######## ptw_arbiter ########
`src/rtl/ptw_arbiter.sv`:
```
// ptw_arbiter: shares one page-table walker between the ITLB and DTLB miss
// paths. Holds one miss per TLB, folds identical-VPN misses into a single
// walk, alternates distinct misses round-robin and routes the walker's answer
// back to whoever asked.
module ptw_arbiter #(
  parameter int ADDR_WIDTH = 32,
  parameter int DATA_WIDTH = 64
) (
  input  logic                  clk_i,
  input  logic                  rst_i,
  input  logic                  flush_i,
  input  logic [21:0]           satp_ppn_i,
  input  logic                  itlb_req_valid_i,
  output logic                  itlb_req_ready_o,
  input  logic [19:0]           itlb_req_vpn_i,
  output logic                  itlb_rsp_valid_o,
  output logic [DATA_WIDTH-1:0] itlb_rsp_pte_o,
  output logic                  itlb_rsp_error_o,
  input  logic                  dtlb_req_valid_i,
  output logic                  dtlb_req_ready_o,
  input  logic [19:0]           dtlb_req_vpn_i,
  output logic                  dtlb_rsp_valid_o,
  output logic [DATA_WIDTH-1:0] dtlb_rsp_pte_o,
  output logic                  dtlb_rsp_error_o,
  output logic                  ptw_req_valid_o,
  input  logic                  ptw_req_ready_i,
  output logic [ADDR_WIDTH-1:0] ptw_req_addr_o,
  output logic [19:0]           ptw_req_vpn_o,
  input  logic                  ptw_rsp_valid_i,
  input  logic [DATA_WIDTH-1:0] ptw_rsp_pte_i,
  input  logic                  ptw_rsp_error_i,
  output logic                  busy_o,
  output logic [31:0]           walk_cnt_o,
  output logic [31:0]           merge_cnt_o
);

  typedef enum logic [1:0] {IDLE, ISSUE, WAIT, RESP} state_e;

  state_e                state_q, state_d;
  logic                  pendI_q, pendI_d;
  logic                  pendD_q, pendD_d;
  logic [19:0]           vpnI_q, vpnI_d;
  logic [19:0]           vpnD_q, vpnD_d;
  logic [21:0]           base_q, base_d;
  logic                  merge_q, merge_d;
  logic                  ownerD_q, ownerD_d;
  logic                  lastD_q, lastD_d;
  logic [DATA_WIDTH-1:0] rspPte_q, rspPte_d;
  logic                  rspErr_q, rspErr_d;
  logic [31:0]           walkCnt_q, walkCnt_d;
  logic [31:0]           mergeCnt_q, mergeCnt_d;

  logic acceptI;
  logic acceptD;
  logic issue;
  logic inResp;
  logic rspI;
  logic rspD;

  // State and hold registers; lastD_q=0 means the ITLB was served last, so
  // the DTLB wins the first contested grant after reset.
  always_ff @(posedge clk_i) begin
    if (rst_i) begin
      state_q    <= IDLE;
      pendI_q    <= 1'b0;
      pendD_q    <= 1'b0;
      vpnI_q     <= '0;
      vpnD_q     <= '0;
      base_q     <= '0;
      merge_q    <= 1'b0;
      ownerD_q   <= 1'b0;
      lastD_q    <= 1'b0;
      rspPte_q   <= '0;
      rspErr_q   <= 1'b0;
      walkCnt_q  <= '0;
      mergeCnt_q <= '0;
    end else begin
      state_q    <= state_d;
      pendI_q    <= pendI_d;
      pendD_q    <= pendD_d;
      vpnI_q     <= vpnI_d;
      vpnD_q     <= vpnD_d;
      base_q     <= base_d;
      merge_q    <= merge_d;
      ownerD_q   <= ownerD_d;
      lastD_q    <= lastD_d;
      rspPte_q   <= rspPte_d;
      rspErr_q   <= rspErr_d;
      walkCnt_q  <= walkCnt_d;
      mergeCnt_q <= mergeCnt_d;
    end
  end

  assign acceptI = (state_q == IDLE) && !flush_i && itlb_req_valid_i;
  assign acceptD = (state_q == IDLE) && !flush_i && dtlb_req_valid_i;

  // Next-state logic: accept, pick an owner on every ISSUE entry, walk,
  // capture the answer, then serve it; flush squashes everything except the
  // counters and the round-robin history.
  always_comb begin
    state_d    = state_q;
    pendI_d    = pendI_q;
    pendD_d    = pendD_q;
    vpnI_d     = vpnI_q;
    vpnD_d     = vpnD_q;
    base_d     = base_q;
    merge_d    = merge_q;
    ownerD_d   = ownerD_q;
    lastD_d    = lastD_q;
    rspPte_d   = rspPte_q;
    rspErr_d   = rspErr_q;
    walkCnt_d  = walkCnt_q;
    mergeCnt_d = mergeCnt_q;

    unique case (state_q)
      IDLE: begin
        base_d = satp_ppn_i;
        if (acceptI) begin
          pendI_d = 1'b1;
          vpnI_d  = itlb_req_vpn_i;
        end
        if (acceptD) begin
          pendD_d = 1'b1;
          vpnD_d  = dtlb_req_vpn_i;
        end
        if (acceptI || acceptD) begin
          state_d = ISSUE;
          if (acceptI && acceptD) begin
            ownerD_d = !lastD_q;
            if (itlb_req_vpn_i == dtlb_req_vpn_i) begin
              merge_d    = 1'b1;
              mergeCnt_d = mergeCnt_q + 32'd1;
            end
          end else begin
            ownerD_d = acceptD;
          end
          lastD_d = ownerD_d;
        end
      end
      ISSUE: begin
        if (ptw_req_ready_i) begin
          walkCnt_d = walkCnt_q + 32'd1;
          state_d   = WAIT;
        end
      end
      WAIT: begin
        if (ptw_rsp_valid_i) begin
          rspPte_d = ptw_rsp_error_i ? '0 : ptw_rsp_pte_i;
          rspErr_d = ptw_rsp_error_i;
          state_d  = RESP;
        end
      end
      RESP: begin
        merge_d = 1'b0;
        if (merge_q) begin
          pendI_d = 1'b0;
          pendD_d = 1'b0;
          state_d = IDLE;
        end else if (ownerD_q) begin
          pendD_d = 1'b0;
          if (pendI_q) begin
            ownerD_d = 1'b0;
            lastD_d  = 1'b0;
            state_d  = ISSUE;
          end else begin
            state_d = IDLE;
          end
        end else begin
          pendI_d = 1'b0;
          if (pendD_q) begin
            ownerD_d = 1'b1;
            lastD_d  = 1'b1;
            state_d  = ISSUE;
          end else begin
            state_d = IDLE;
          end
        end
      end
      default: state_d = IDLE;
    endcase

    if (flush_i) begin
      state_d   = IDLE;
      pendI_d   = 1'b0;
      pendD_d   = 1'b0;
      merge_d   = 1'b0;
      ownerD_d  = 1'b0;
      lastD_d   = lastD_q;
      rspPte_d  = rspPte_q;
      rspErr_d  = rspErr_q;
      walkCnt_d = walkCnt_q;
    end
  end

  assign issue  = (state_q == ISSUE);
  assign inResp = (state_q == RESP) && !flush_i;
  assign rspI   = inResp && (merge_q || !ownerD_q);
  assign rspD   = inResp && (merge_q || ownerD_q);

  assign itlb_req_ready_o = (state_q == IDLE) && !flush_i;
  assign dtlb_req_ready_o = (state_q == IDLE) && !flush_i;

  assign ptw_req_valid_o = issue && !flush_i;
  assign ptw_req_addr_o  = issue ? ADDR_WIDTH'({base_q, 12'h000}) : '0;
  assign ptw_req_vpn_o   = issue ? (ownerD_q ? vpnD_q : vpnI_q) : '0;

  assign itlb_rsp_valid_o = rspI;
  assign itlb_rsp_pte_o   = rspI ? rspPte_q : '0;
  assign itlb_rsp_error_o = rspI && rspErr_q;
  assign dtlb_rsp_valid_o = rspD;
  assign dtlb_rsp_pte_o   = rspD ? rspPte_q : '0;
  assign dtlb_rsp_error_o = rspD && rspErr_q;

  assign busy_o      = (state_q != IDLE);
  assign walk_cnt_o  = walkCnt_q;
  assign merge_cnt_o = mergeCnt_q;

endmodule

```
`config.mk`:
```
export PLATFORM = sky130hd
export DESIGN_NAME = ptw_arbiter
export DESIGN_NICKNAME = d
export VERILOG_FILES = /design/src/rtl/ptw_arbiter.sv
export SDC_FILE = /design/constraint.sdc
export NUM_CORES = 1
export LEC_CHECK = 0
export CORE_AREA = 2 2 151 153
export DETAILED_ROUTE_END_ITERATION = 6
export DIE_AREA = 0 0 153 155
export PLACE_DENSITY = 0.82
export SETUP_SLACK_MARGIN = 0.02
export SLEW_MARGIN = 20
export SYNTH_ARGS = -nofsm -noshare
export SYNTH_HDL_FRONTEND = slang
export SYNTH_SLANG_ARGS = --single-unit
```
`constraint.sdc`:
```
create_clock -name clk_i -period 5.3 [get_ports clk_i]
set_input_delay 1.59 -clock clk_i [delete_from_list [all_inputs] [get_ports clk_i]]
set_output_delay 1.59 -clock clk_i [all_outputs]
set_load 0.005 [all_outputs]
```
######## mv_avalon_loader_flat ########
[config.mk]
export PLATFORM = sky130hd
export DESIGN_NAME = mv_avalon_loader_flat
export DESIGN_NICKNAME = d
export VERILOG_FILES = /design/src/rtl/mv_avalon_loader_if.sv /design/src/rtl/mv_avalon_loader.sv /design/src/flat_wrapper.sv
export SDC_FILE = /design/constraint.sdc
export NUM_CORES = 1
export LEC_CHECK = 0
export ABC_AREA = 1
export ABC_CLOCK_PERIOD_IN_PS = 5900
export CORE_UTILIZATION = 53
export DETAILED_ROUTE_END_ITERATION = 7
export HOLD_SLACK_MARGIN = 0.06
export MAX_ROUTING_LAYER = met4
export PLACE_DENSITY = 0.94
export SKIP_CTS_REPAIR_TIMING = 1
export SLEW_MARGIN = 20
export SYNTH_ARGS = -nofsm -noshare
export SYNTH_HDL_FRONTEND = slang
export SYNTH_SLANG_ARGS = --single-unit
export TNS_END_PERCENT = 20
[constraint.sdc]
create_clock -name clk -period 5.9 [get_ports clk]
set_input_delay 1.18 -clock clk [delete_from_list [all_inputs] [get_ports clk]]
set_output_delay 1.18 -clock clk [all_outputs]
set_load 0.005 [all_outputs]
[src/rtl/mv_avalon_loader_if.sv]
// mv_avalon_loader_if: Avalon-MM read bus between the loader and the memory fabric.
interface mv_avalon_loader_if #(
  parameter int N = 8,
  parameter int DATA_WIDTH = 8,
  parameter int ADDR_WIDTH = 32
);
  logic [ADDR_WIDTH-1:0] address;
  logic read;
  logic waitrequest;
  logic [N*DATA_WIDTH-1:0] readdata;
  logic readdatavalid;
  modport master(output address, read, input waitrequest, readdata, readdatavalid);
  modport slave(input address, read, output waitrequest, readdata, readdatavalid);
endinterface

[src/rtl/mv_avalon_loader.sv]
// mv_avalon_loader: Avalon-MM read master filling the A/B FIFOs of the matrix-vector unit.
// Define LOADER_PREFETCH_EN to overlap the next word's read with the current word's pushes.
module mv_avalon_loader #(
  parameter int N = 8,
  parameter int DATA_WIDTH = 8,
  parameter int ADDR_WIDTH = 32
) (
  input  logic clk,
  input  logic rst_n,
  input  logic start,
  input  logic [ADDR_WIDTH-1:0] base_addr,
  mv_avalon_loader_if.master avm,
  output logic [N-1:0] a_wren_out,
  output logic [N*DATA_WIDTH-1:0] a_data_out,
  output logic b_wren_out,
  output logic [DATA_WIDTH-1:0] b_data_out,
  input  logic [N-1:0] a_full,
  input  logic b_full,
  output logic busy,
  output logic load_done
);
  localparam int KW = $clog2(N + 1);
  localparam int JW = $clog2(N);
  localparam int WORD_BYTES = N * DATA_WIDTH / 8;
  typedef enum logic [2:0] {IDLE, REQ, WAIT_DATA, PUSH, DONE} state_t;
  state_t state_q;
  logic [KW-1:0] k_q;
  logic [JW-1:0] j_q;
  logic [ADDR_WIDTH-1:0] base_q, addr_q;
  logic [N*DATA_WIDTH-1:0] word_q;
  logic read_q, busy_q, done_q;
  logic last_row, tgt_full, push_en;
  logic [DATA_WIDTH-1:0] cur_byte;
`ifdef LOADER_PREFETCH_EN
  logic [N*DATA_WIDTH-1:0] hold_q;
  logic hold_v_q, pend_q, next_rdy;
`endif
  function automatic logic [ADDR_WIDTH-1:0] word_addr(input int k);
    return base_q + ADDR_WIDTH'(k) * ADDR_WIDTH'(WORD_BYTES);
  endfunction
  assign avm.address = addr_q;
  assign avm.read = read_q;
  assign busy = busy_q;
  assign load_done = done_q;
  // Row N is the B word; rows below N go to the A FIFO of the same index.
  always_comb begin
    last_row = k_q == KW'(N);
    tgt_full = last_row ? b_full : a_full[k_q[JW-1:0]];
    push_en = state_q == PUSH && !tgt_full;
    cur_byte = word_q[j_q*DATA_WIDTH +: DATA_WIDTH];
    a_wren_out = push_en && !last_row ? N'(1) << k_q[JW-1:0] : '0;
    a_data_out = push_en && !last_row ? (N*DATA_WIDTH)'(cur_byte) << (k_q[JW-1:0]*DATA_WIDTH) : '0;
    b_wren_out = push_en && last_row;
    b_data_out = b_wren_out ? cur_byte : '0;
  end
`ifdef LOADER_PREFETCH_EN
  assign next_rdy = hold_v_q || (pend_q && avm.readdatavalid);
`endif
  always_ff @(posedge clk or negedge rst_n) begin
    if (!rst_n) begin
      state_q <= IDLE;
      k_q <= '0;
      j_q <= '0;
      base_q <= '0;
      addr_q <= '0;
      word_q <= '0;
      read_q <= 1'b0;
      busy_q <= 1'b0;
      done_q <= 1'b0;
`ifdef LOADER_PREFETCH_EN
      hold_q <= '0;
      hold_v_q <= 1'b0;
      pend_q <= 1'b0;
`endif
    end else begin
      case (state_q)
        IDLE, DONE: if (start) begin
          base_q <= base_addr;
          addr_q <= base_addr;
          read_q <= 1'b1;
          k_q <= '0;
          j_q <= '0;
          busy_q <= 1'b1;
          done_q <= 1'b0;
          state_q <= REQ;
        end
        REQ: if (!avm.waitrequest) begin
          read_q <= 1'b0;
          state_q <= WAIT_DATA;
        end
        WAIT_DATA: if (avm.readdatavalid) begin
          word_q <= avm.readdata;
          state_q <= PUSH;
`ifdef LOADER_PREFETCH_EN
          if (!last_row) begin
            read_q <= 1'b1;
            addr_q <= word_addr(int'(k_q) + 1);
          end
`endif
        end
        PUSH: begin
`ifdef LOADER_PREFETCH_EN
          if (read_q && !avm.waitrequest) begin
            read_q <= 1'b0;
            pend_q <= 1'b1;
          end
          if (pend_q && avm.readdatavalid) begin
            hold_q <= avm.readdata;
            hold_v_q <= 1'b1;
            pend_q <= 1'b0;
          end
`endif
          if (!tgt_full) begin
            j_q <= j_q + 1'b1;
            if (j_q == JW'(N - 1)) begin
              if (last_row) begin
                busy_q <= 1'b0;
                done_q <= 1'b1;
                state_q <= DONE;
              end else begin
                k_q <= k_q + 1'b1;
`ifdef LOADER_PREFETCH_EN
                // Data may land in the same cycle as the last byte, so bypass the holding register.
                if (next_rdy) begin
                  word_q <= hold_v_q ? hold_q : avm.readdata;
                  hold_v_q <= 1'b0;
                  pend_q <= 1'b0;
                  if (int'(k_q) + 1 < N) begin
                    read_q <= 1'b1;
                    addr_q <= word_addr(int'(k_q) + 2);
                  end
                end else if (read_q && avm.waitrequest) begin
                  state_q <= REQ;
                end else begin
                  pend_q <= 1'b0;
                  state_q <= WAIT_DATA;
                end
`else
                read_q <= 1'b1;
                addr_q <= word_addr(int'(k_q) + 1);
                state_q <= REQ;
`endif
              end
            end
          end
        end
        default: state_q <= IDLE;
      endcase
    end
  end
endmodule

[src/flat_wrapper.sv]
// flat-port wrapper written by rule: the top's interface ports become plain ports
module mv_avalon_loader_flat 
#(
  parameter int N = 8,
  parameter int DATA_WIDTH = 8,
  parameter int ADDR_WIDTH = 32
)
  (clk, rst_n, start, base_addr, a_wren_out, a_data_out, b_wren_out, b_data_out, a_full, b_full, busy, load_done, avm_address, avm_read, avm_waitrequest, avm_readdata, avm_readdatavalid);
  mv_avalon_loader_if #(.N(N), .DATA_WIDTH(DATA_WIDTH), .ADDR_WIDTH(ADDR_WIDTH)) avm_i ();
  input  logic clk;
  input  logic rst_n;
  input  logic start;
  input  logic [ADDR_WIDTH-1:0] base_addr;
  output logic [N-1:0] a_wren_out;
  output logic [N*DATA_WIDTH-1:0] a_data_out;
  output logic b_wren_out;
  output logic [DATA_WIDTH-1:0] b_data_out;
  input  logic [N-1:0] a_full;
  input  logic b_full;
  output logic busy;
  output logic load_done;
  output wire logic [$bits(avm_i.address)-1:0] avm_address;
  output wire logic [$bits(avm_i.read)-1:0] avm_read;
  input wire logic [$bits(avm_i.waitrequest)-1:0] avm_waitrequest;
  input wire logic [$bits(avm_i.readdata)-1:0] avm_readdata;
  input wire logic [$bits(avm_i.readdatavalid)-1:0] avm_readdatavalid;
  assign avm_address = avm_i.address;
  assign avm_read = avm_i.read;
  assign avm_i.waitrequest = avm_waitrequest;
  assign avm_i.readdata = avm_readdata;
  assign avm_i.readdatavalid = avm_readdatavalid;
  mv_avalon_loader #(.N(N), .DATA_WIDTH(DATA_WIDTH), .ADDR_WIDTH(ADDR_WIDTH)) u_core (.clk(clk), .rst_n(rst_n), .start(start), .base_addr(base_addr), .avm(avm_i), .a_wren_out(a_wren_out), .a_data_out(a_data_out), .b_wren_out(b_wren_out), .b_data_out(b_data_out), .a_full(a_full), .b_full(b_full), .busy(busy), .load_done(load_done));
endmodule
######## three_bit_adder ########
**config.mk**
```make
export PLATFORM = sky130hd
export DESIGN_NAME = three_bit_adder
export DESIGN_NICKNAME = d
export VERILOG_FILES = /design/src/rtl/adder_pkg.sv /design/src/rtl/three_bit_adder_full_adder.sv /design/src/rtl/three_bit_adder.sv
export SDC_FILE = /design/constraint.sdc
export NUM_CORES = 1
export LEC_CHECK = 0
export CORE_AREA = 2 2 39 41
export DETAILED_ROUTE_END_ITERATION = 8
export DIE_AREA = 0 0 41 43
export PLACE_DENSITY_LB_ADDON = 0.05
export SLEW_MARGIN = 15
export SYNTH_ARGS = -nofsm -noshare
export SYNTH_HDL_FRONTEND = slang
export SYNTH_HIERARCHICAL = 1
export SYNTH_SLANG_ARGS = --single-unit
```
**constraint.sdc**
```tcl
create_clock -name clk -period 0.8 [get_ports clk]
set_input_delay 0.08 -clock clk [delete_from_list [all_inputs] [get_ports clk]]
set_output_delay 0.08 -clock clk [all_outputs]
set_load 0.01 [all_outputs]
```
**src/rtl/adder_pkg.sv**
```systemverilog
// Shared width constant and operand type for the small adder family.
package adder_pkg;
  localparam int ADDER_WIDTH = 3;
  typedef logic [ADDER_WIDTH-1:0] operand_t;
endpackage

```
**src/rtl/three_bit_adder_full_adder.sv**
```systemverilog
// Single-bit full-adder cell used as a link in the ripple-carry chain.
module full_adder (
  input  logic a,
  input  logic b,
  input  logic cin,
  output logic s,
  output logic cout
);
  assign s    = a ^ b ^ cin;
  assign cout = (a & b) | (cin & (a ^ b));
endmodule

```
**src/rtl/three_bit_adder.sv**
```systemverilog
// Registered ripple-carry adder; result appears one clock after sampling.
// Optional registered signed-overflow output Ovf under macro ADDER_OVF_EN.
module three_bit_adder
  import adder_pkg::*;
(
  input  logic     clk,
  input  logic     rst_n,
  input  operand_t X,
  input  operand_t Y,
  output operand_t S,
`ifdef ADDER_OVF_EN
  output logic     Cout,
  output logic     Ovf
`else
  output logic     Cout
`endif
);
  localparam int WIDTH = ADDER_WIDTH;

  operand_t       sum;
  logic [WIDTH:0] c;

  assign c[0] = 1'b0;

  for (genvar i = 0; i < WIDTH; i++) begin : g_fa
    full_adder u_fa (
      .a   (X[i]),
      .b   (Y[i]),
      .cin (c[i]),
      .s   (sum[i]),
      .cout(c[i+1])
    );
  end

  always_ff @(posedge clk or negedge rst_n) begin
    if (!rst_n) begin
      S    <= '0;
      Cout <= 1'b0;
    end else begin
      S    <= sum;
      Cout <= c[WIDTH];
    end
  end

`ifdef ADDER_OVF_EN
  // Two's-complement overflow: carry into and out of the sign bit differ
  always_ff @(posedge clk or negedge rst_n) begin
    if (!rst_n) Ovf <= 1'b0;
    else        Ovf <= c[WIDTH] ^ c[WIDTH-1];
  end
`endif
endmodule

```
ptw_arbiter, wire density map:
31 x 31 tiles, from dark purple (low) to yellow (high), scaled to the fullest tile. Values are wire area over tile area, all layers added.
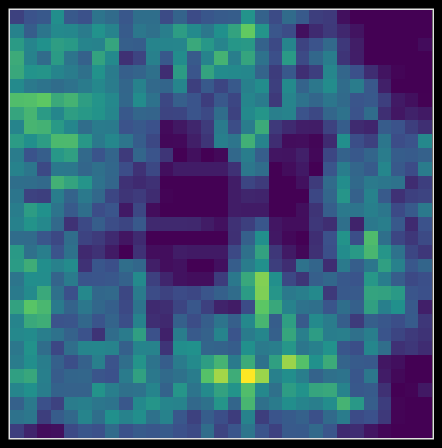
- densest ninth of the die: top left
- nearly empty tiles: 8.3%
- mean over tiles: 0.22
- fullest tile: 0.71
- emptiest ninth of the die: middle

==> impl_metrics.yaml, ptw_arbiter <==
# physical design summary
critical_path:
  crit_path_end_kind: "primary output"
  ff2ff_setup_slack_ps: 2290
  critPathKind: "in -> out"
  crit_end: "dtlb_rsp_pte_o[11]"
  crit_required_ps: 3710
  reg2reg_depth: 9
  cpMostUsedCell: "clkdlybuf4s50_1"
layout:
  layout.comb_gates.multi_input: 923
  comb_share_pct: 38.1
  seq-cell-share_pct: 27.5
  n_all_inverters: 16
  final_cells: 1845
  drive_gt1_share_pct: 4.36
  antennaDiodeCount: 2
  regMostFlops: "rspPte_q"
  lay_top_count: "clkdlybuf4s50_1"
place:
  gp_congestion: 0.896
  dpl_worst_slack_ps: 279
  port_buffers: 371
  dp_cells: 1811
timing:
  period_used_pct: 94.1
  rsz0062_at_grt: "no"
  fmax_ghz: 0.200
  tightest_slew_ps: 972
  slew_headroom_pct: 35.0
run_status:
  status: "complete, no violations"
drt:
  vias: 9812
  dr_wl_met3_mm: 1.99
  top_layer: "met4"
  dr_wl_met2_mm: 15.9
  wl_per_cell_microns: 17.3
synthesis:
  synthXorXnorAreaFrac_pct: 4.10
  synth.largest_area_cell: "dfxtp_1"
  adder_share_pct: 0.892
power_and_ir_drop:
  p_comb_mw: 0.320
  powerClk_mw: 1.29
  pwr-share-clk_pct: 41.3
  swShare_pct: 25.1
global_routing:
  grt_util_met2_pct: 45.7
  overflow: 0
  grt_max_degree: 130
clock_network:
  clock-root-buffer: "clkbuf_16"
worst_hold_path:
  worstHoldPathType: "reg -> reg"
floorplanning:
  initCoreUtil_pct: 44.2
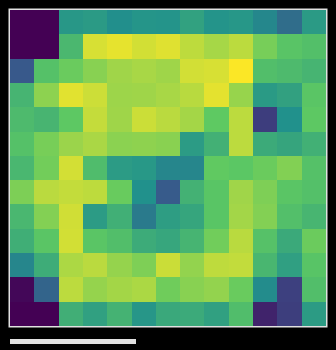
mv_avalon_loader_flat: cell area per tile
Bar = 50 microns. 13 x 13 tiles, from dark purple (low) to yellow (high), 0 to 100% covered.
- fullest tile: 100%
- nearly empty tiles: 4.1%
- tiles over 75% full: 44%
- mean over tiles: 68%

==> impl_metrics.yaml, mv_avalon_loader_flat <==
# physical design summary
run_status:
  status: "complete, no violations"
synthesis:
  ys.flop_type: "dfrtp_1"
  syn_avg_cell_area_sq_um: 7.68
  aoi_share_pct: 7.29
  topCellsByArea: "dfrtp_1 (43%), nand2_1 (15%), mux2_2 (10%)"
  mux_share_pct: 9.98
  netlist.area_leader.share_pct: 43.5
global_routing:
  grt_util_met2_pct: 51.7
  grt_pass1_vias: 7729
  top_usage_layer: "met2"
timing:
  setup_ws_ps: 1060
  skew_ps: 12.2
  period_used_pct: 82.0
critical_path:
  critPathMaxFanout: 34
  regToRegEndpoint: "u_core.avm.address[10]$_DFFE_PN0P_"
  crit_path_start: "u_core.j_q[0]$_DFFE_PN0P_"
  crit_end: "a_data_out[15]"
  crit_required_ps: 4720
  r2r_start: "u_core.k_q[1]$_DFFE_PN0P_"
layout:
  buf_share_pct: 20.9
  logic_area_sq_mm: 0.00412
  dominant_cells: "combinational gates"
  antennaDiodeCount: 0
drt:
  m1WireLength_mm: 9.73
  vias: 7984
power_and_ir_drop:
  p_seq_share_pct: 33.5
  top_power_group: "combinational logic"
  seq_cell_power_mw: 1.79
clock_network:
  clockBufferDepth: 2
  worstSkewPairLatency_ps: 430
place:
  place_area_sq_mm: 0.0104
  dp_cells: 1424
  port_buffers: 225
worst_hold_path:
  holdPathStages: 2
floorplanning:
  initCoreUtil_pct: 55.0
three_bit_adder, signal wires by layer:
Only two layers are drawn.
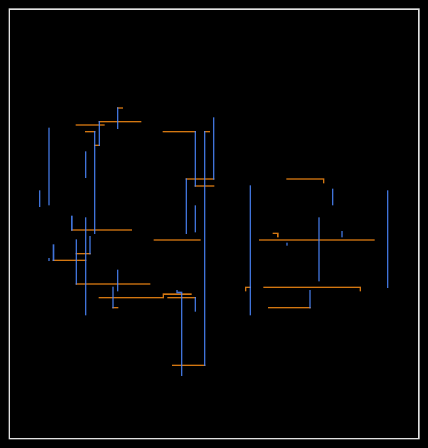
- met2: blue (wire length 135 microns)
- met1: orange (wire length 86.8 microns)

==> impl_metrics.yaml, three_bit_adder <==
# physical design summary
timing:
  whs_ps: 50.9
  tns_ps: -891
  setup_viol: 3
  setup_ws_ps: -430
run_status:
  violations: "negative setup slack"
  status: "complete, but fails checks"
layout:
  largest_reg_flops: 3
  comb_share_pct: 22.7
  nClkBuffers: 3
  finalInstanceArea_sq_um: 303
  num-nonclk-buffers: 11
global_routing:
  grt_max_degree: 5
  grt.total_usage_pct: 4.77
synthesis:
  ys.flop_type: "dfrtp_1"
  ys_ff: 4
  edf_count: 0
  ys_seq_share_pct: 61.1
critical_path:
  path_delay_family: "adder cells"
  critPathArrivalTime_ps: 1330
power_and_ir_drop:
  ir_drop_uv: 461
  swShare_pct: 22.1
place:
  place_area_sq_um: 299
drt:
  via_per_inst: 2.89

######## reg_16bit ########
reg_16bit, signal wires by layer:
Only two layers are drawn.
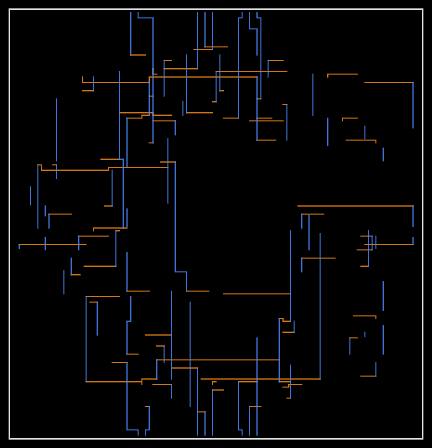

==> config.mk <==
export PLATFORM = sky130hd
export DESIGN_NAME = reg_16bit
export DESIGN_NICKNAME = d
export VERILOG_FILES = /design/src/rtl/reg_16bit_pkg.sv /design/src/rtl/reg_16bit_dff_ar.sv /design/src/rtl/reg_16bit.sv
export SDC_FILE = /design/constraint.sdc
export NUM_CORES = 1
export LEC_CHECK = 0
export CAP_MARGIN = 10
export CORE_AREA = 2 2 49 51
export DETAILED_ROUTE_END_ITERATION = 8
export DIE_AREA = 0 0 51 53
export GPL_TIMING_DRIVEN = 1
export PLACE_DENSITY = 0.55
export SYNTH_ARGS = -nofsm -noshare
export SYNTH_HDL_FRONTEND = slang
export SYNTH_SLANG_ARGS = --single-unit
export TNS_END_PERCENT = 30
==> constraint.sdc <==
create_clock -name clk -period 0.85 [get_ports clk]
set_input_delay 0.17 -clock clk [delete_from_list [all_inputs] [get_ports clk]]
set_output_delay 0.17 -clock clk [all_outputs]
set_load 0.01 [all_outputs]
==> src/rtl/reg_16bit_pkg.sv <==
// Shared definitions for the 16-bit storage register and the register file that uses it.
// Build option REG_16BIT_PARITY_EN adds a stored parity bit to reg_16bit.
package reg_16bit_pkg;

    localparam int REG_WIDTH = 16;
    localparam logic [REG_WIDTH-1:0] REG_RESET_VALUE = 16'h0000;

    typedef logic [REG_WIDTH-1:0] reg_word_t;

endpackage

==> src/rtl/reg_16bit_dff_ar.sv <==
// Single-bit D flop with asynchronous active-high reset and a per-instance reset value.
// Latency 1 cycle; no backpressure, captures i_d on every rising edge outside reset.
module dff_ar #(
    parameter logic RESET_VAL = 1'b0
) (
    input  logic i_clk,
    input  logic i_rst,
    input  logic i_d,
    output logic o_q
);

    logic r_q;

    always_ff @(posedge i_clk or posedge i_rst) begin
        if (i_rst) begin
            r_q <= RESET_VAL;
        end else begin
            r_q <= i_d;
        end
    end

    assign o_q = r_q;

endmodule

==> src/rtl/reg_16bit.sv <==
// Plain WIDTH-bit storage register built from per-bit async-reset flops; 1-cycle latency, no enable/backpressure.
// Define REG_16BIT_PARITY_EN to add a stored even-parity bit and the parity_err output.
module reg_16bit
    import reg_16bit_pkg::*;
#(
    parameter int               WIDTH       = REG_WIDTH,
    parameter logic [WIDTH-1:0] RESET_VALUE = WIDTH'(REG_RESET_VALUE)
) (
    input  logic             clk,
    input  logic             reset,
    input  logic [WIDTH-1:0] in,
`ifdef REG_16BIT_PARITY_EN
    output logic [WIDTH-1:0] out,
    output logic             parity_err
`else
    output logic [WIDTH-1:0] out
`endif
);

    logic [WIDTH-1:0] w_q;

    for (genvar i = 0; i < WIDTH; i++) begin : g_bit
        dff_ar #(
            .RESET_VAL (RESET_VALUE[i])
        ) u_ff (
            .i_clk (clk),
            .i_rst (reset),
            .i_d   (in[i]),
            .o_q   (w_q[i])
        );
    end

    assign out = w_q;

`ifdef REG_16BIT_PARITY_EN
    logic w_par_d;
    logic w_par_q;

    // Parity flop resets to 0, which matches the all-zero data reset value.
    assign w_par_d = ^in;

    dff_ar #(
        .RESET_VAL (1'b0)
    ) u_par (
        .i_clk (clk),
        .i_rst (reset),
        .i_d   (w_par_d),
        .o_q   (w_par_q)
    );

    assign parity_err = (^w_q) ^ w_par_q;
`endif

endmodule

######## chroni_vram_arbiter ########
### src/rtl/chroni_vram_arbiter.sv
// Single-port VRAM arbiter: chroni video fetches take absolute priority, CPU
// reads wait for a free slot, CPU writes are posted through a one-entry buffer.
module chroni_vram_arbiter #(
  parameter int unsigned MAX_WAIT = 64
) (
  input  logic        vga_clk,
  input  logic        reset_n,
  input  logic        vid_req,
  input  logic [12:0] vid_addr,
  input  logic [7:0]  vid_page,
  output logic [7:0]  vid_data,
  input  logic        cpu_req,
  input  logic        cpu_we,
  input  logic [20:0] cpu_addr,
  input  logic [7:0]  cpu_wdata,
  output logic [7:0]  cpu_rdata,
  output logic        cpu_ack,
  output logic        cpu_starved,
  output logic [20:0] ram_addr,
  output logic        ram_we,
  output logic [7:0]  ram_wdata,
  input  logic [7:0]  ram_rdata
);

  localparam int unsigned ADDR_W = 21;
  localparam int unsigned DATA_W = 8;
  localparam int unsigned CNT_W  = 8;
  localparam logic [CNT_W-1:0] CNT_MAX    = '1;
  localparam logic [CNT_W-1:0] WAIT_LIMIT = CNT_W'(MAX_WAIT);

  typedef enum logic [1:0] {
    IDLE     = 2'd0,
    RD_ISSUE = 2'd1,
    RD_DATA  = 2'd2,
    ACK      = 2'd3
  } state_t;

  state_t             state;
  state_t             state_nxt;

  logic               wb_valid;
  logic [ADDR_W-1:0]  wb_addr;
  logic [DATA_W-1:0]  wb_data;
  logic               wb_hit;
  logic               drain;
  logic               slot_cpu;

  logic               wb_load;
  logic               fwd_rd;
  logic               ram_rd_done;
  logic               ack_set;

  logic               vid_pending;
  logic [CNT_W-1:0]   wait_cnt;
  logic [CNT_W-1:0]   wait_cnt_nxt;

  assign wb_hit   = (wb_addr == cpu_addr);
  assign drain    = ~vid_req & wb_valid;
  assign slot_cpu = ~vid_req & ~wb_valid;
  assign ack_set  = wb_load | fwd_rd | ram_rd_done;

  // Slot owner this cycle: video, then buffered write, then a pending CPU read.
  always_comb begin : slot_mux
    ram_addr  = {vid_page, vid_addr};
    ram_we    = 1'b0;
    ram_wdata = wb_data;
    if (!vid_req) begin
      if (wb_valid) begin
        ram_addr = wb_addr;
        ram_we   = reset_n;
      end else if (state == RD_ISSUE) begin
        ram_addr = cpu_addr;
      end
    end
  end

  always_ff @(posedge vga_clk) begin : state_reg
    if (!reset_n) begin
      state <= IDLE;
    end else begin
      state <= state_nxt;
    end
  end

  always_comb begin : next_state
    state_nxt = state;
    case (state)
      IDLE: begin
        if (cpu_req) begin
          if (cpu_we) begin
            if (!wb_valid) state_nxt = ACK;
          end else if (!wb_valid) begin
            state_nxt = RD_ISSUE;
          end else if (wb_hit) begin
            state_nxt = ACK;
          end
        end
      end
      RD_ISSUE: if (slot_cpu) state_nxt = RD_DATA;
      RD_DATA:  state_nxt = ACK;
      ACK:      state_nxt = IDLE;
      default:  state_nxt = IDLE;
    endcase
  end

  // Completion strobes; a mismatching read or a write behind a full buffer waits in IDLE.
  always_comb begin : fsm_outputs
    wb_load     = 1'b0;
    fwd_rd      = 1'b0;
    ram_rd_done = 1'b0;
    case (state)
      IDLE: begin
        wb_load = cpu_req & cpu_we & ~wb_valid;
        fwd_rd  = cpu_req & ~cpu_we & wb_valid & wb_hit;
      end
      RD_DATA: ram_rd_done = 1'b1;
      default: ;
    endcase
  end

  always_ff @(posedge vga_clk) begin : write_buffer
    if (!reset_n) begin
      wb_valid <= 1'b0;
      wb_addr  <= '0;
      wb_data  <= '0;
    end else if (wb_load) begin
      wb_valid <= 1'b1;
      wb_addr  <= cpu_addr;
      wb_data  <= cpu_wdata;
    end else if (drain) begin
      wb_valid <= 1'b0;
    end
  end

  always_ff @(posedge vga_clk) begin : read_path
    if (!reset_n) begin
      vid_pending <= 1'b0;
      vid_data    <= '0;
      cpu_rdata   <= '0;
      cpu_ack     <= 1'b0;
    end else begin
      vid_pending <= vid_req;
      if (vid_pending) vid_data <= ram_rdata;
      cpu_ack <= ack_set;
      if (fwd_rd) begin
        cpu_rdata <= wb_data;
      end else if (ram_rd_done) begin
        cpu_rdata <= ram_rdata;
      end
    end
  end

  always_comb begin : wait_count
    wait_cnt_nxt = wait_cnt;
    if (ack_set) begin
      wait_cnt_nxt = '0;
    end else if (cpu_req && (state != ACK) && (wait_cnt != CNT_MAX)) begin
      wait_cnt_nxt = wait_cnt + CNT_W'(1);
    end
  end

  always_ff @(posedge vga_clk) begin : starvation
    if (!reset_n) begin
      wait_cnt    <= '0;
      cpu_starved <= 1'b0;
    end else begin
      wait_cnt <= wait_cnt_nxt;
      if (wait_cnt_nxt >= WAIT_LIMIT) cpu_starved <= 1'b1;
    end
  end

endmodule
### config.mk
export PLATFORM = sky130hd
export DESIGN_NAME = chroni_vram_arbiter
export DESIGN_NICKNAME = d
export VERILOG_FILES = /design/src/rtl/chroni_vram_arbiter.sv
export SDC_FILE = /design/constraint.sdc
export NUM_CORES = 1
export LEC_CHECK = 0
export CAP_MARGIN = 15
export CORE_MARGIN = 2
export CORE_UTILIZATION = 45
export DETAILED_ROUTE_END_ITERATION = 8
export HOLD_SLACK_MARGIN = 0.1
export PLACE_DENSITY = 0.8
export SYNTH_ARGS = -nofsm -noshare
export SYNTH_HDL_FRONTEND = slang
export SYNTH_SLANG_ARGS = --single-unit
export TNS_END_PERCENT = 30
### constraint.sdc
create_clock -name vga_clk -period 2.1 [get_ports vga_clk]
set_clock_uncertainty 0.2 [all_clocks]
set_input_delay 0.42 -clock vga_clk [delete_from_list [all_inputs] [get_ports vga_clk]]
set_output_delay 0.42 -clock vga_clk [all_outputs]
set_load 0.01 [all_outputs]
chroni_vram_arbiter, clock nets:
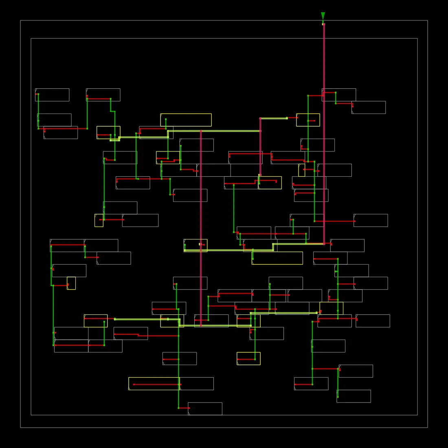
seq_cells: 59
clock buffer count: 11
clk latency of the worst-skew pair: 340 ps
clk pwr: 1.26 mW

==> impl_metrics.yaml, chroni_vram_arbiter <==
# physical design summary
layout:
  num-nonclk-buffers: 144
run_status:
  violations: "negative setup slack"
  status: "complete, but fails checks"
clock_network:
  ctsResizeCount: 123
  clk_pin_slew_ps: 70
synthesis:
  yosysCellCount: 400
  ys.flop_type: "dfxtp_1"
  mux_share_pct: 5.96
  ys_area_sq_mm: 0.00319
global_routing:
  use_met3_pct: 6.62
  grt_pass1_wl_mm: 15.6
timing:
  setup_viol: 23
  setup_ws_ps: -125
critical_path:
  path_delay_family: "buffers and inverters"
  timing.critical_path.cells: "inv_2 -> ha_4 -> nor2b_4 -> buf_6 -> a21oi_2 -> o21ai_2 -> buf_2"
floorplanning:
  nWellTaps: 96
power_and_ir_drop:
  power_mw: 4.53
  switching_power_mw: 1.54
drt:
  vias: 3434
place:
  gp_congestion: 0.804
reg_16bit, placement by cell class:
Bar = 20 microns.
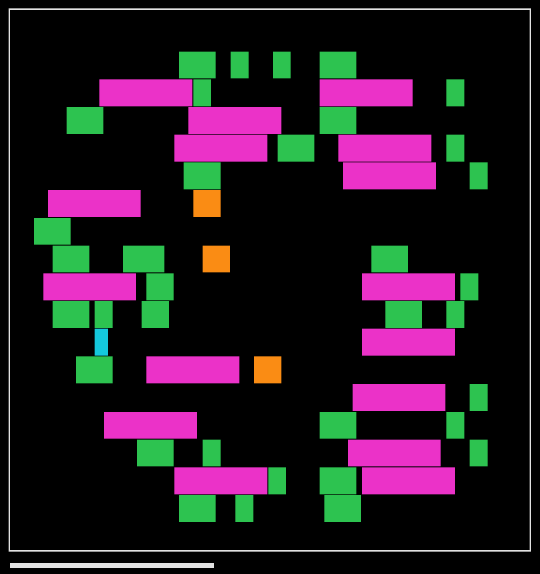
- flops: magenta (cells 16; share of their area 57%)
- all other logic: cyan (cells 1; share of their area 0.54%)
- other buffers and delay cells: green (cells 35; share of their area 39%)
- cells driving clock nets: orange (cells 3; share of their area 3.2%)
post-route cell area: 733 sq um
flop share of the area: 54.6%

reg_16bit, wire density map:
10 x 11 tiles, from dark purple (low) to yellow (high), scaled to the fullest tile. Values are wire area over tile area, all layers added.
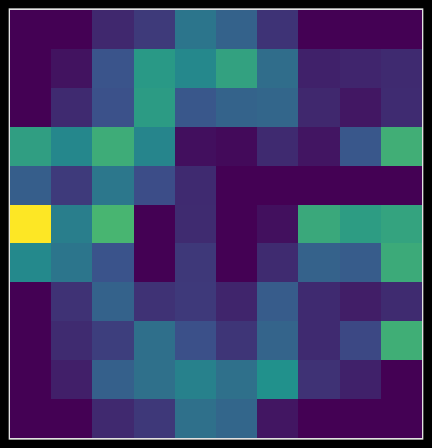
- tiles over half the peak: 13%
- densest ninth of the die: left middle
- fullest tile: 0.22
- mean over tiles: 0.048
- emptiest ninth of the die: middle
- nearly empty tiles: 23%

Notes on 'signal wires by layer' of reg_16bit above:
- met2: blue (wire length 407 microns)
- met1: orange (wire length 263 microns)

==> impl_metrics.yaml, reg_16bit <==
# physical design summary
run_status:
  violations: "negative setup slack"
  status: "complete, but fails checks"
synthesis:
  syn_avg_cell_area_sq_um: 15.9
  syn_inst: 33
  edf_count: 0
  topCellsByArea: "dfrtp_1 (76%), buf_4 (23%), inv_1 (0.72%)"
  ys_area_sq_um: 524
global_routing:
  grt.total_usage_pct: 6.21
  use_met3_pct: 3.11
  top_usage_layer: "met2"
  use_met1_pct: 5.51
flow_run:
  max_cap_violations: 0
timing:
  tns_ps: -1360
  finalMaxSlewViolations: 0
  setup_ws_ps: -94.7
  setup_viol: 16
  whs_ps: 179
  finalCriticalPeriod_ps: 945
clock_network:
  cts_buffers: 3
  holdBufCountCts: 0
  clkSinkCount: 16
  ctsResizeCount: 64
floorplanning:
  ioPinCount: 34
critical_path:
  crit_end: "out[13]"
  crit_path_end_kind: "primary output"
drt:
  routed_wl_microns: 772
  dr_wl_met2_microns: 407
  m1WireLength_microns: 263
  via_per_inst: 3.35
power_and_ir_drop:
  seq_cell_power_mw: 0.806

######## mux_nto1_onehot_reg ########
mux_nto1_onehot_reg, cell area per tile:
Bar = 20 microns. 6 x 6 tiles, from dark purple (low) to yellow (high), 0 to 100% covered.
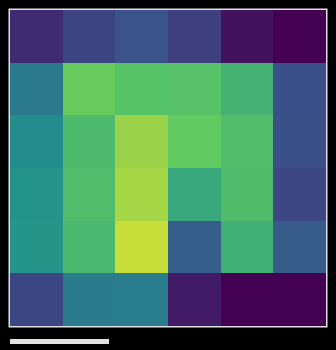

<file path="src/rtl/mux_nto1_onehot_reg.sv">
// Pipelined N-to-1 one-hot mux with valid qualification, illegal-select detection and error status.
// Latency PIPE cycles, one beat per cycle, no backpressure; the error counter saturates at all-ones.
module mux_nto1_onehot_reg #(
  parameter int WIDTH        = 8,
  parameter int NUM_IN       = 4,
  parameter int PIPE         = 1,
  parameter int ILLEGAL_MODE = 0,
  parameter int ERR_CNT_W    = 8
) (
  input  logic                     clk,
  input  logic                     rst,
  input  logic                     in_valid,
  input  logic [NUM_IN*WIDTH-1:0]  in_data,
  input  logic [NUM_IN-1:0]        sel,
  input  logic                     err_clr,
  output logic [WIDTH-1:0]         out_data,
  output logic                     out_valid,
  output logic                     sel_err,
  output logic                     err_sticky,
  output logic [ERR_CNT_W-1:0]     err_cnt
);

  logic             w_seen;
  logic             w_multi;
  logic             w_legal;
  logic [WIDTH-1:0] w_mux;
  logic             w_tail_vld;
  logic             w_tail_err;
  logic [WIDTH-1:0] w_tail_dat;

  // AND-OR mux is exact for legal selects; illegal results are never forwarded.
  always_comb begin
    w_seen  = 1'b0;
    w_multi = 1'b0;
    w_mux   = '0;
    for (int k = 0; k < NUM_IN; k++) begin
      if (sel[k]) begin
        if (w_seen) w_multi = 1'b1;
        w_seen = 1'b1;
        w_mux  = w_mux | in_data[k*WIDTH +: WIDTH];
      end
    end
    w_legal = w_seen & ~w_multi;
  end

  generate
    if (PIPE == 1) begin : g_direct
      assign w_tail_vld = in_valid;
      assign w_tail_err = in_valid & ~w_legal;
      assign w_tail_dat = w_mux;
    end else begin : g_stages
      logic [PIPE-2:0] r_vld;
      logic [PIPE-2:0] r_err;
      logic [WIDTH-1:0] r_dat [PIPE-1];

      always_ff @(posedge clk or posedge rst) begin
        if (rst) begin
          r_vld <= '0;
          r_err <= '0;
          for (int k = 0; k < PIPE-1; k++) r_dat[k] <= '0;
        end else begin
          r_vld[0] <= in_valid;
          r_err[0] <= in_valid & ~w_legal;
          r_dat[0] <= w_mux;
          for (int k = 1; k < PIPE-1; k++) begin
            r_vld[k] <= r_vld[k-1];
            r_err[k] <= r_err[k-1];
            r_dat[k] <= r_dat[k-1];
          end
        end
      end

      assign w_tail_vld = r_vld[PIPE-2];
      assign w_tail_err = r_err[PIPE-2];
      assign w_tail_dat = r_dat[PIPE-2];
    end
  endgenerate

  // Final stage owns the hold-previous behaviour, so holds refer to the visible output.
  always_ff @(posedge clk or posedge rst) begin
    if (rst) begin
      out_data  <= '0;
      out_valid <= 1'b0;
      sel_err   <= 1'b0;
    end else begin
      out_valid <= w_tail_vld;
      sel_err   <= w_tail_vld & w_tail_err;
      if (w_tail_vld) begin
        if (!w_tail_err)            out_data <= w_tail_dat;
        else if (ILLEGAL_MODE != 0) out_data <= '0;
      end
    end
  end

  // A clear coinciding with an error beat leaves that beat counted.
  always_ff @(posedge clk or posedge rst) begin
    if (rst) begin
      err_sticky <= 1'b0;
      err_cnt    <= '0;
    end else if (err_clr) begin
      err_sticky <= sel_err;
      err_cnt    <= ERR_CNT_W'(sel_err);
    end else if (sel_err) begin
      err_sticky <= 1'b1;
      if (~&err_cnt) err_cnt <= err_cnt + ERR_CNT_W'(1);
    end
  end

endmodule

</file>
<file path="config.mk">
export PLATFORM = sky130hd
export DESIGN_NAME = mux_nto1_onehot_reg
export DESIGN_NICKNAME = d
export VERILOG_FILES = /design/src/rtl/mux_nto1_onehot_reg.sv
export SDC_FILE = /design/constraint.sdc
export NUM_CORES = 1
export LEC_CHECK = 0
export CAP_MARGIN = 5
export CORE_MARGIN = 5
export CORE_UTILIZATION = 41
export CTS_BUF_LIST = sky130_fd_sc_hd__clkbuf_4
export DETAILED_ROUTE_END_ITERATION = 10
export PLACE_DENSITY = 0.82
export RECOVER_POWER = 50
export SLEW_MARGIN = 0
export SYNTH_ARGS = -nofsm -noshare
export SYNTH_HDL_FRONTEND = slang
export SYNTH_SLANG_ARGS = --single-unit
</file>
<file path="constraint.sdc">
create_clock -name clk -period 2 [get_ports clk]
set_clock_uncertainty 0.2 [all_clocks]
set_input_delay 0.4 -clock clk [delete_from_list [all_inputs] [get_ports clk]]
set_output_delay 0.4 -clock clk [all_outputs]
set_load 0.01 [all_outputs]
</file>
######## dut_collector ########
--- src/rtl/dut_collector.sv ---
// Four-channel collector: each input channel owns a two-entry FIFO and a
// round-robin arbiter drains them into a single registered output stage.
module dut_collector #(
  parameter int DW    = 8,
  parameter int DEPTH = 2
) (
  input  logic          clk,
  input  logic          resetn,
  input  logic [DW-1:0] i_data0,
  input  logic [DW-1:0] i_data1,
  input  logic [DW-1:0] i_data2,
  input  logic [DW-1:0] i_data3,
  input  logic          i_valid0,
  input  logic          i_valid1,
  input  logic          i_valid2,
  input  logic          i_valid3,
  output logic          o_ready0,
  output logic          o_ready1,
  output logic          o_ready2,
  output logic          o_ready3,
  output logic [DW-1:0] o_data,
  output logic [1:0]    o_id,
  output logic          o_valid,
  input  logic          i_ready
);

  logic [DW-1:0] data_in [4];
  logic [3:0]    valid_in;
  logic [3:0]    ready;
  logic [3:0]    push;
  logic [3:0]    pop;
  logic [1:0]    count [4];
  logic [DW-1:0] mem [4][DEPTH];
  logic [1:0]    last_grant;
  logic [1:0]    grant;
  logic [1:0]    idx;
  logic          any;
  logic          load;

  assign data_in[0] = i_data0;
  assign data_in[1] = i_data1;
  assign data_in[2] = i_data2;
  assign data_in[3] = i_data3;
  assign valid_in   = {i_valid3, i_valid2, i_valid1, i_valid0};

  // Readiness depends only on registered occupancy, so a pop never unblocks a full FIFO early.
  always_comb begin
    ready = '0;
    for (int n = 0; n < 4; n++) ready[n] = (count[n] < 2'(DEPTH));
  end

  assign push     = valid_in & ready;
  assign o_ready0 = ready[0];
  assign o_ready1 = ready[1];
  assign o_ready2 = ready[2];
  assign o_ready3 = ready[3];

  // Scan from last_grant+1; walking offsets downwards lets the nearest non-empty channel win.
  always_comb begin
    grant = last_grant;
    any   = 1'b0;
    idx   = '0;
    for (int k = 4; k >= 1; k--) begin
      idx = last_grant + 2'(k);
      if (count[idx] != 2'd0) begin
        grant = idx;
        any   = 1'b1;
      end
    end
  end

  assign load = (!o_valid || i_ready) && any;

  always_comb begin
    pop = '0;
    for (int n = 0; n < 4; n++) pop[n] = load && (grant == 2'(n));
  end

  // Entry 0 is always the head; a pop shifts entry 1 down, a simultaneous push refills the head.
  always_ff @(posedge clk) begin
    if (!resetn) begin
      for (int n = 0; n < 4; n++) count[n] <= 2'd0;
    end else begin
      for (int n = 0; n < 4; n++) begin
        if (pop[n]) begin
          mem[n][0] <= push[n] ? data_in[n] : mem[n][1];
          if (!push[n]) count[n] <= count[n] - 2'd1;
        end else if (push[n]) begin
          mem[n][count[n][0]] <= data_in[n];
          count[n] <= count[n] + 2'd1;
        end
      end
    end
  end

  always_ff @(posedge clk) begin
    if (!resetn) begin
      o_valid    <= 1'b0;
      o_data     <= '0;
      o_id       <= 2'd0;
      last_grant <= 2'd3;
    end else if (load) begin
      o_data     <= mem[grant][0];
      o_id       <= grant;
      o_valid    <= 1'b1;
      last_grant <= grant;
    end else if (i_ready) begin
      o_valid <= 1'b0;
    end
  end

endmodule

--- config.mk ---
export PLATFORM = sky130hd
export DESIGN_NAME = dut_collector
export DESIGN_NICKNAME = d
export VERILOG_FILES = /design/src/rtl/dut_collector.sv
export SDC_FILE = /design/constraint.sdc
export NUM_CORES = 1
export LEC_CHECK = 0
export ABC_AREA = 1
export CAP_MARGIN = 20
export CORE_UTILIZATION = 40
export CTS_BUF_LIST = sky130_fd_sc_hd__clkbuf_8 sky130_fd_sc_hd__clkbuf_16
export CTS_CLUSTER_SIZE = 12
export DETAILED_ROUTE_END_ITERATION = 16
export PLACE_DENSITY = 0.67
export SYNTH_ARGS = -nofsm -noshare
export SYNTH_HDL_FRONTEND = slang
export SYNTH_SLANG_ARGS = --single-unit
--- constraint.sdc ---
create_clock -name clk -period 3.43 [get_ports clk]
set_clock_uncertainty 0.1 [all_clocks]
set_input_delay 0.686 -clock clk [delete_from_list [all_inputs] [get_ports clk]]
set_output_delay 0.686 -clock clk [all_outputs]
set_load 0.01 [all_outputs]
dut_collector, sequential cells coloured by netlist name:
Bar = 20 microns. Other sequential cells in the stronger grey, the rest of the logic in the fainter grey.
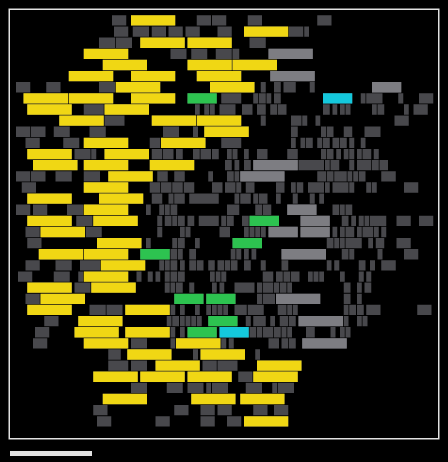
- mem: yellow (flops 64)
- o_data: green (flops 8)
- o_id: cyan (flops 2)
- not coloured: 13
flop share of the area: 48.8%
Util after Layout: 49.1%
Sequential Area: 0.00246 sq mm

==> impl_metrics.yaml, dut_collector <==
# physical design summary
layout:
  final_cells: 599
  antennaDiodeCount: 0
  nClkBuffers: 9
  final-clk-cell-share_pct: 3.30
floorplanning:
  initCoreUtil_pct: 40.9
  die_y_microns: 105
  die_area_sq_mm: 0.0109
  ioPinCount: 54
critical_path:
  crit_end: "mem[3][14]$_DFFE_PP_"
  timing.critical_path.cells: "inv_2 -> o21ai_2 -> nand2_1 -> nand2_1 -> nand2_1 -> nand2_2 -> nand2_2 -> nand2_4 -> nand2_8 -> nor2_2 -> inv_2 -> o21ai_1"
  crit_required_ps: 3320
  regToRegEndpoint: "mem[3][14]$_DFFE_PP_"
  critPathMaxFanout: 19
place:
  place_hpwl_mm: 6.46
  port_buffers: 53
  dpl_worst_slack_ps: 481
run_status:
  status: "complete, no violations"
clock_network:
  cts.htree.levels: 3
timing:
  slew_headroom_pct: 52.6
power_and_ir_drop:
  switching_power_mw: 2.20
  ir_drop_uv: 400
  pwr-share-clk_pct: 12.2
drt:
  drt-pass1-iter-count: 4
worst_hold_path:
  holdPathStages: 2
  min_from: "o_id[1]$_SDFFE_PN0N_"
synthesis:
  yosys-top-cells-count: "nand2_1 (78), edfxtp_1 (72), nand3_1 (49)"
  syn_inst: 400
  yosysCellCount: 400
global_routing:
  top_usage_layer: "met2"
  antenna_found_initial: 0
flow_run:
  max_cap_violations: 0
mux_nto1_onehot_reg, clock nets:
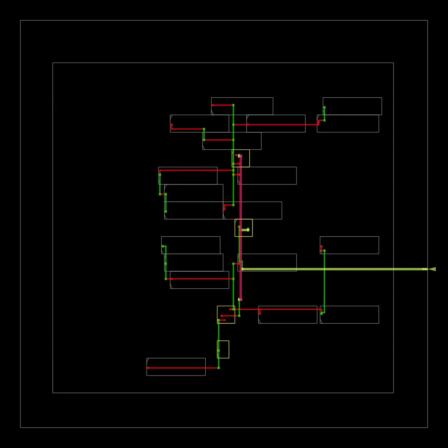
Num CTS Buffers: 3
CTS sink cnt: 19
clk pwr: 0.188 mW

mux_nto1_onehot_reg, signal wires by layer:
Only two layers are drawn.
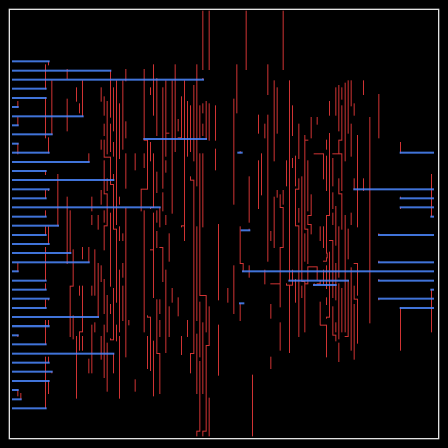
- met3: blue (wire length 382 microns)
- met2: red (wire length 1620 microns)
wire per inst: 15.0 microns
detailed-route wire length: 3.27 mm
GRT Total Usage: 17.2%
vias post-DR: 1242

## Picture notes: 'cell area per tile' of mux_nto1_onehot_reg
- fullest tile: 91%
- mean over tiles: 45%
- nearly empty tiles: 8.3%
- tiles over 75% full: 14%
fp util: 43.0%
Core ar.: 0.00276 sq mm
Util after Layout: 67.3%

==> impl_metrics.yaml, mux_nto1_onehot_reg <==
# physical design summary
power_and_ir_drop:
  power_density_mw_per_mm2: 559
  swShare_pct: 28.7
  top_power_group: "registers"
synthesis:
  topCellsByArea: "dfrtp_1 (40%), a22oi_1 (15%), a21oi_1 (5.9%)"
  syn_inst: 120
  aoi_share_pct: 29.1
  ys_ff: 19
layout:
  n_all_inverters: 4
critical_path:
  critPathMaxFanout: 7
  crit_required_ps: 1400
  r2r_start: "err_cnt[0]$_DFFE_PP0P_"
place:
  gp_congestion: 0.844
  port_buffers: 58
  dp_cells: 214
global_routing:
  overflow: 0
  antenna_found_initial: 0
  grt_util_met2_pct: 29.8
timing:
  period_used_pct: 95.9
  tns_ps: 0
drt:
  top_layer: "met4"
  via_per_inst: 5.70
  drt-pass1-iter-count: 4
  post-route-drc-count: 0
run_status:
  status: "complete, no violations"


==> gallery <==
Cell area per tile.
image #1
Bar = 10 microns. 8 x 9 tiles, from dark purple (low) to yellow (high), 0 to 100% covered.
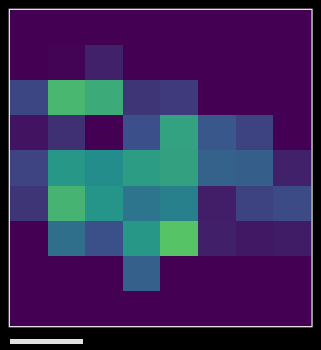
image #2
Bar = 20 microns. 10 x 11 tiles, from dark purple (low) to yellow (high), 0 to 100% covered.
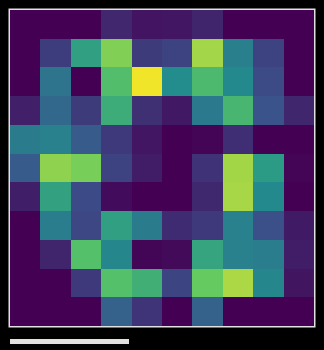
image #3
Bar = 50 microns. 15 x 16 tiles, from dark purple (low) to yellow (high), 0 to 100% covered.
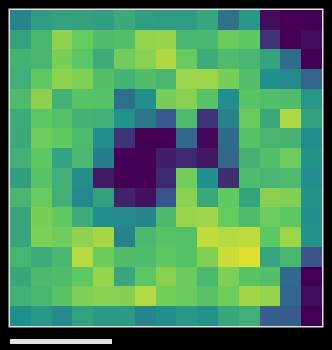
image #4
Bar = 20 microns. 10 x 10 tiles, from dark purple (low) to yellow (high), 0 to 100% covered.
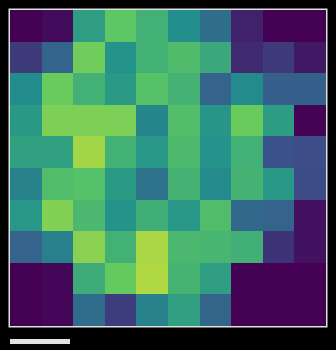
image #5
Bar = 20 microns. 9 x 9 tiles, from dark purple (low) to yellow (high), 0 to 100% covered.
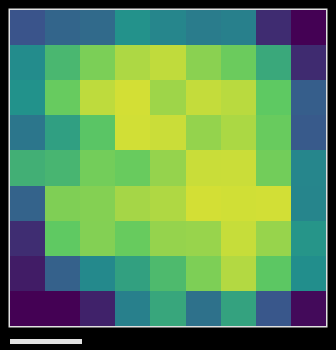
Of these, lowest utilization: image #1
- image #2 = reg_16bit
- image #1 = three_bit_adder
- image #5 = chroni_vram_arbiter
- image #3 = ptw_arbiter
- image #4 = dut_collector

Power is estimated from default activity; no workload was simulated.
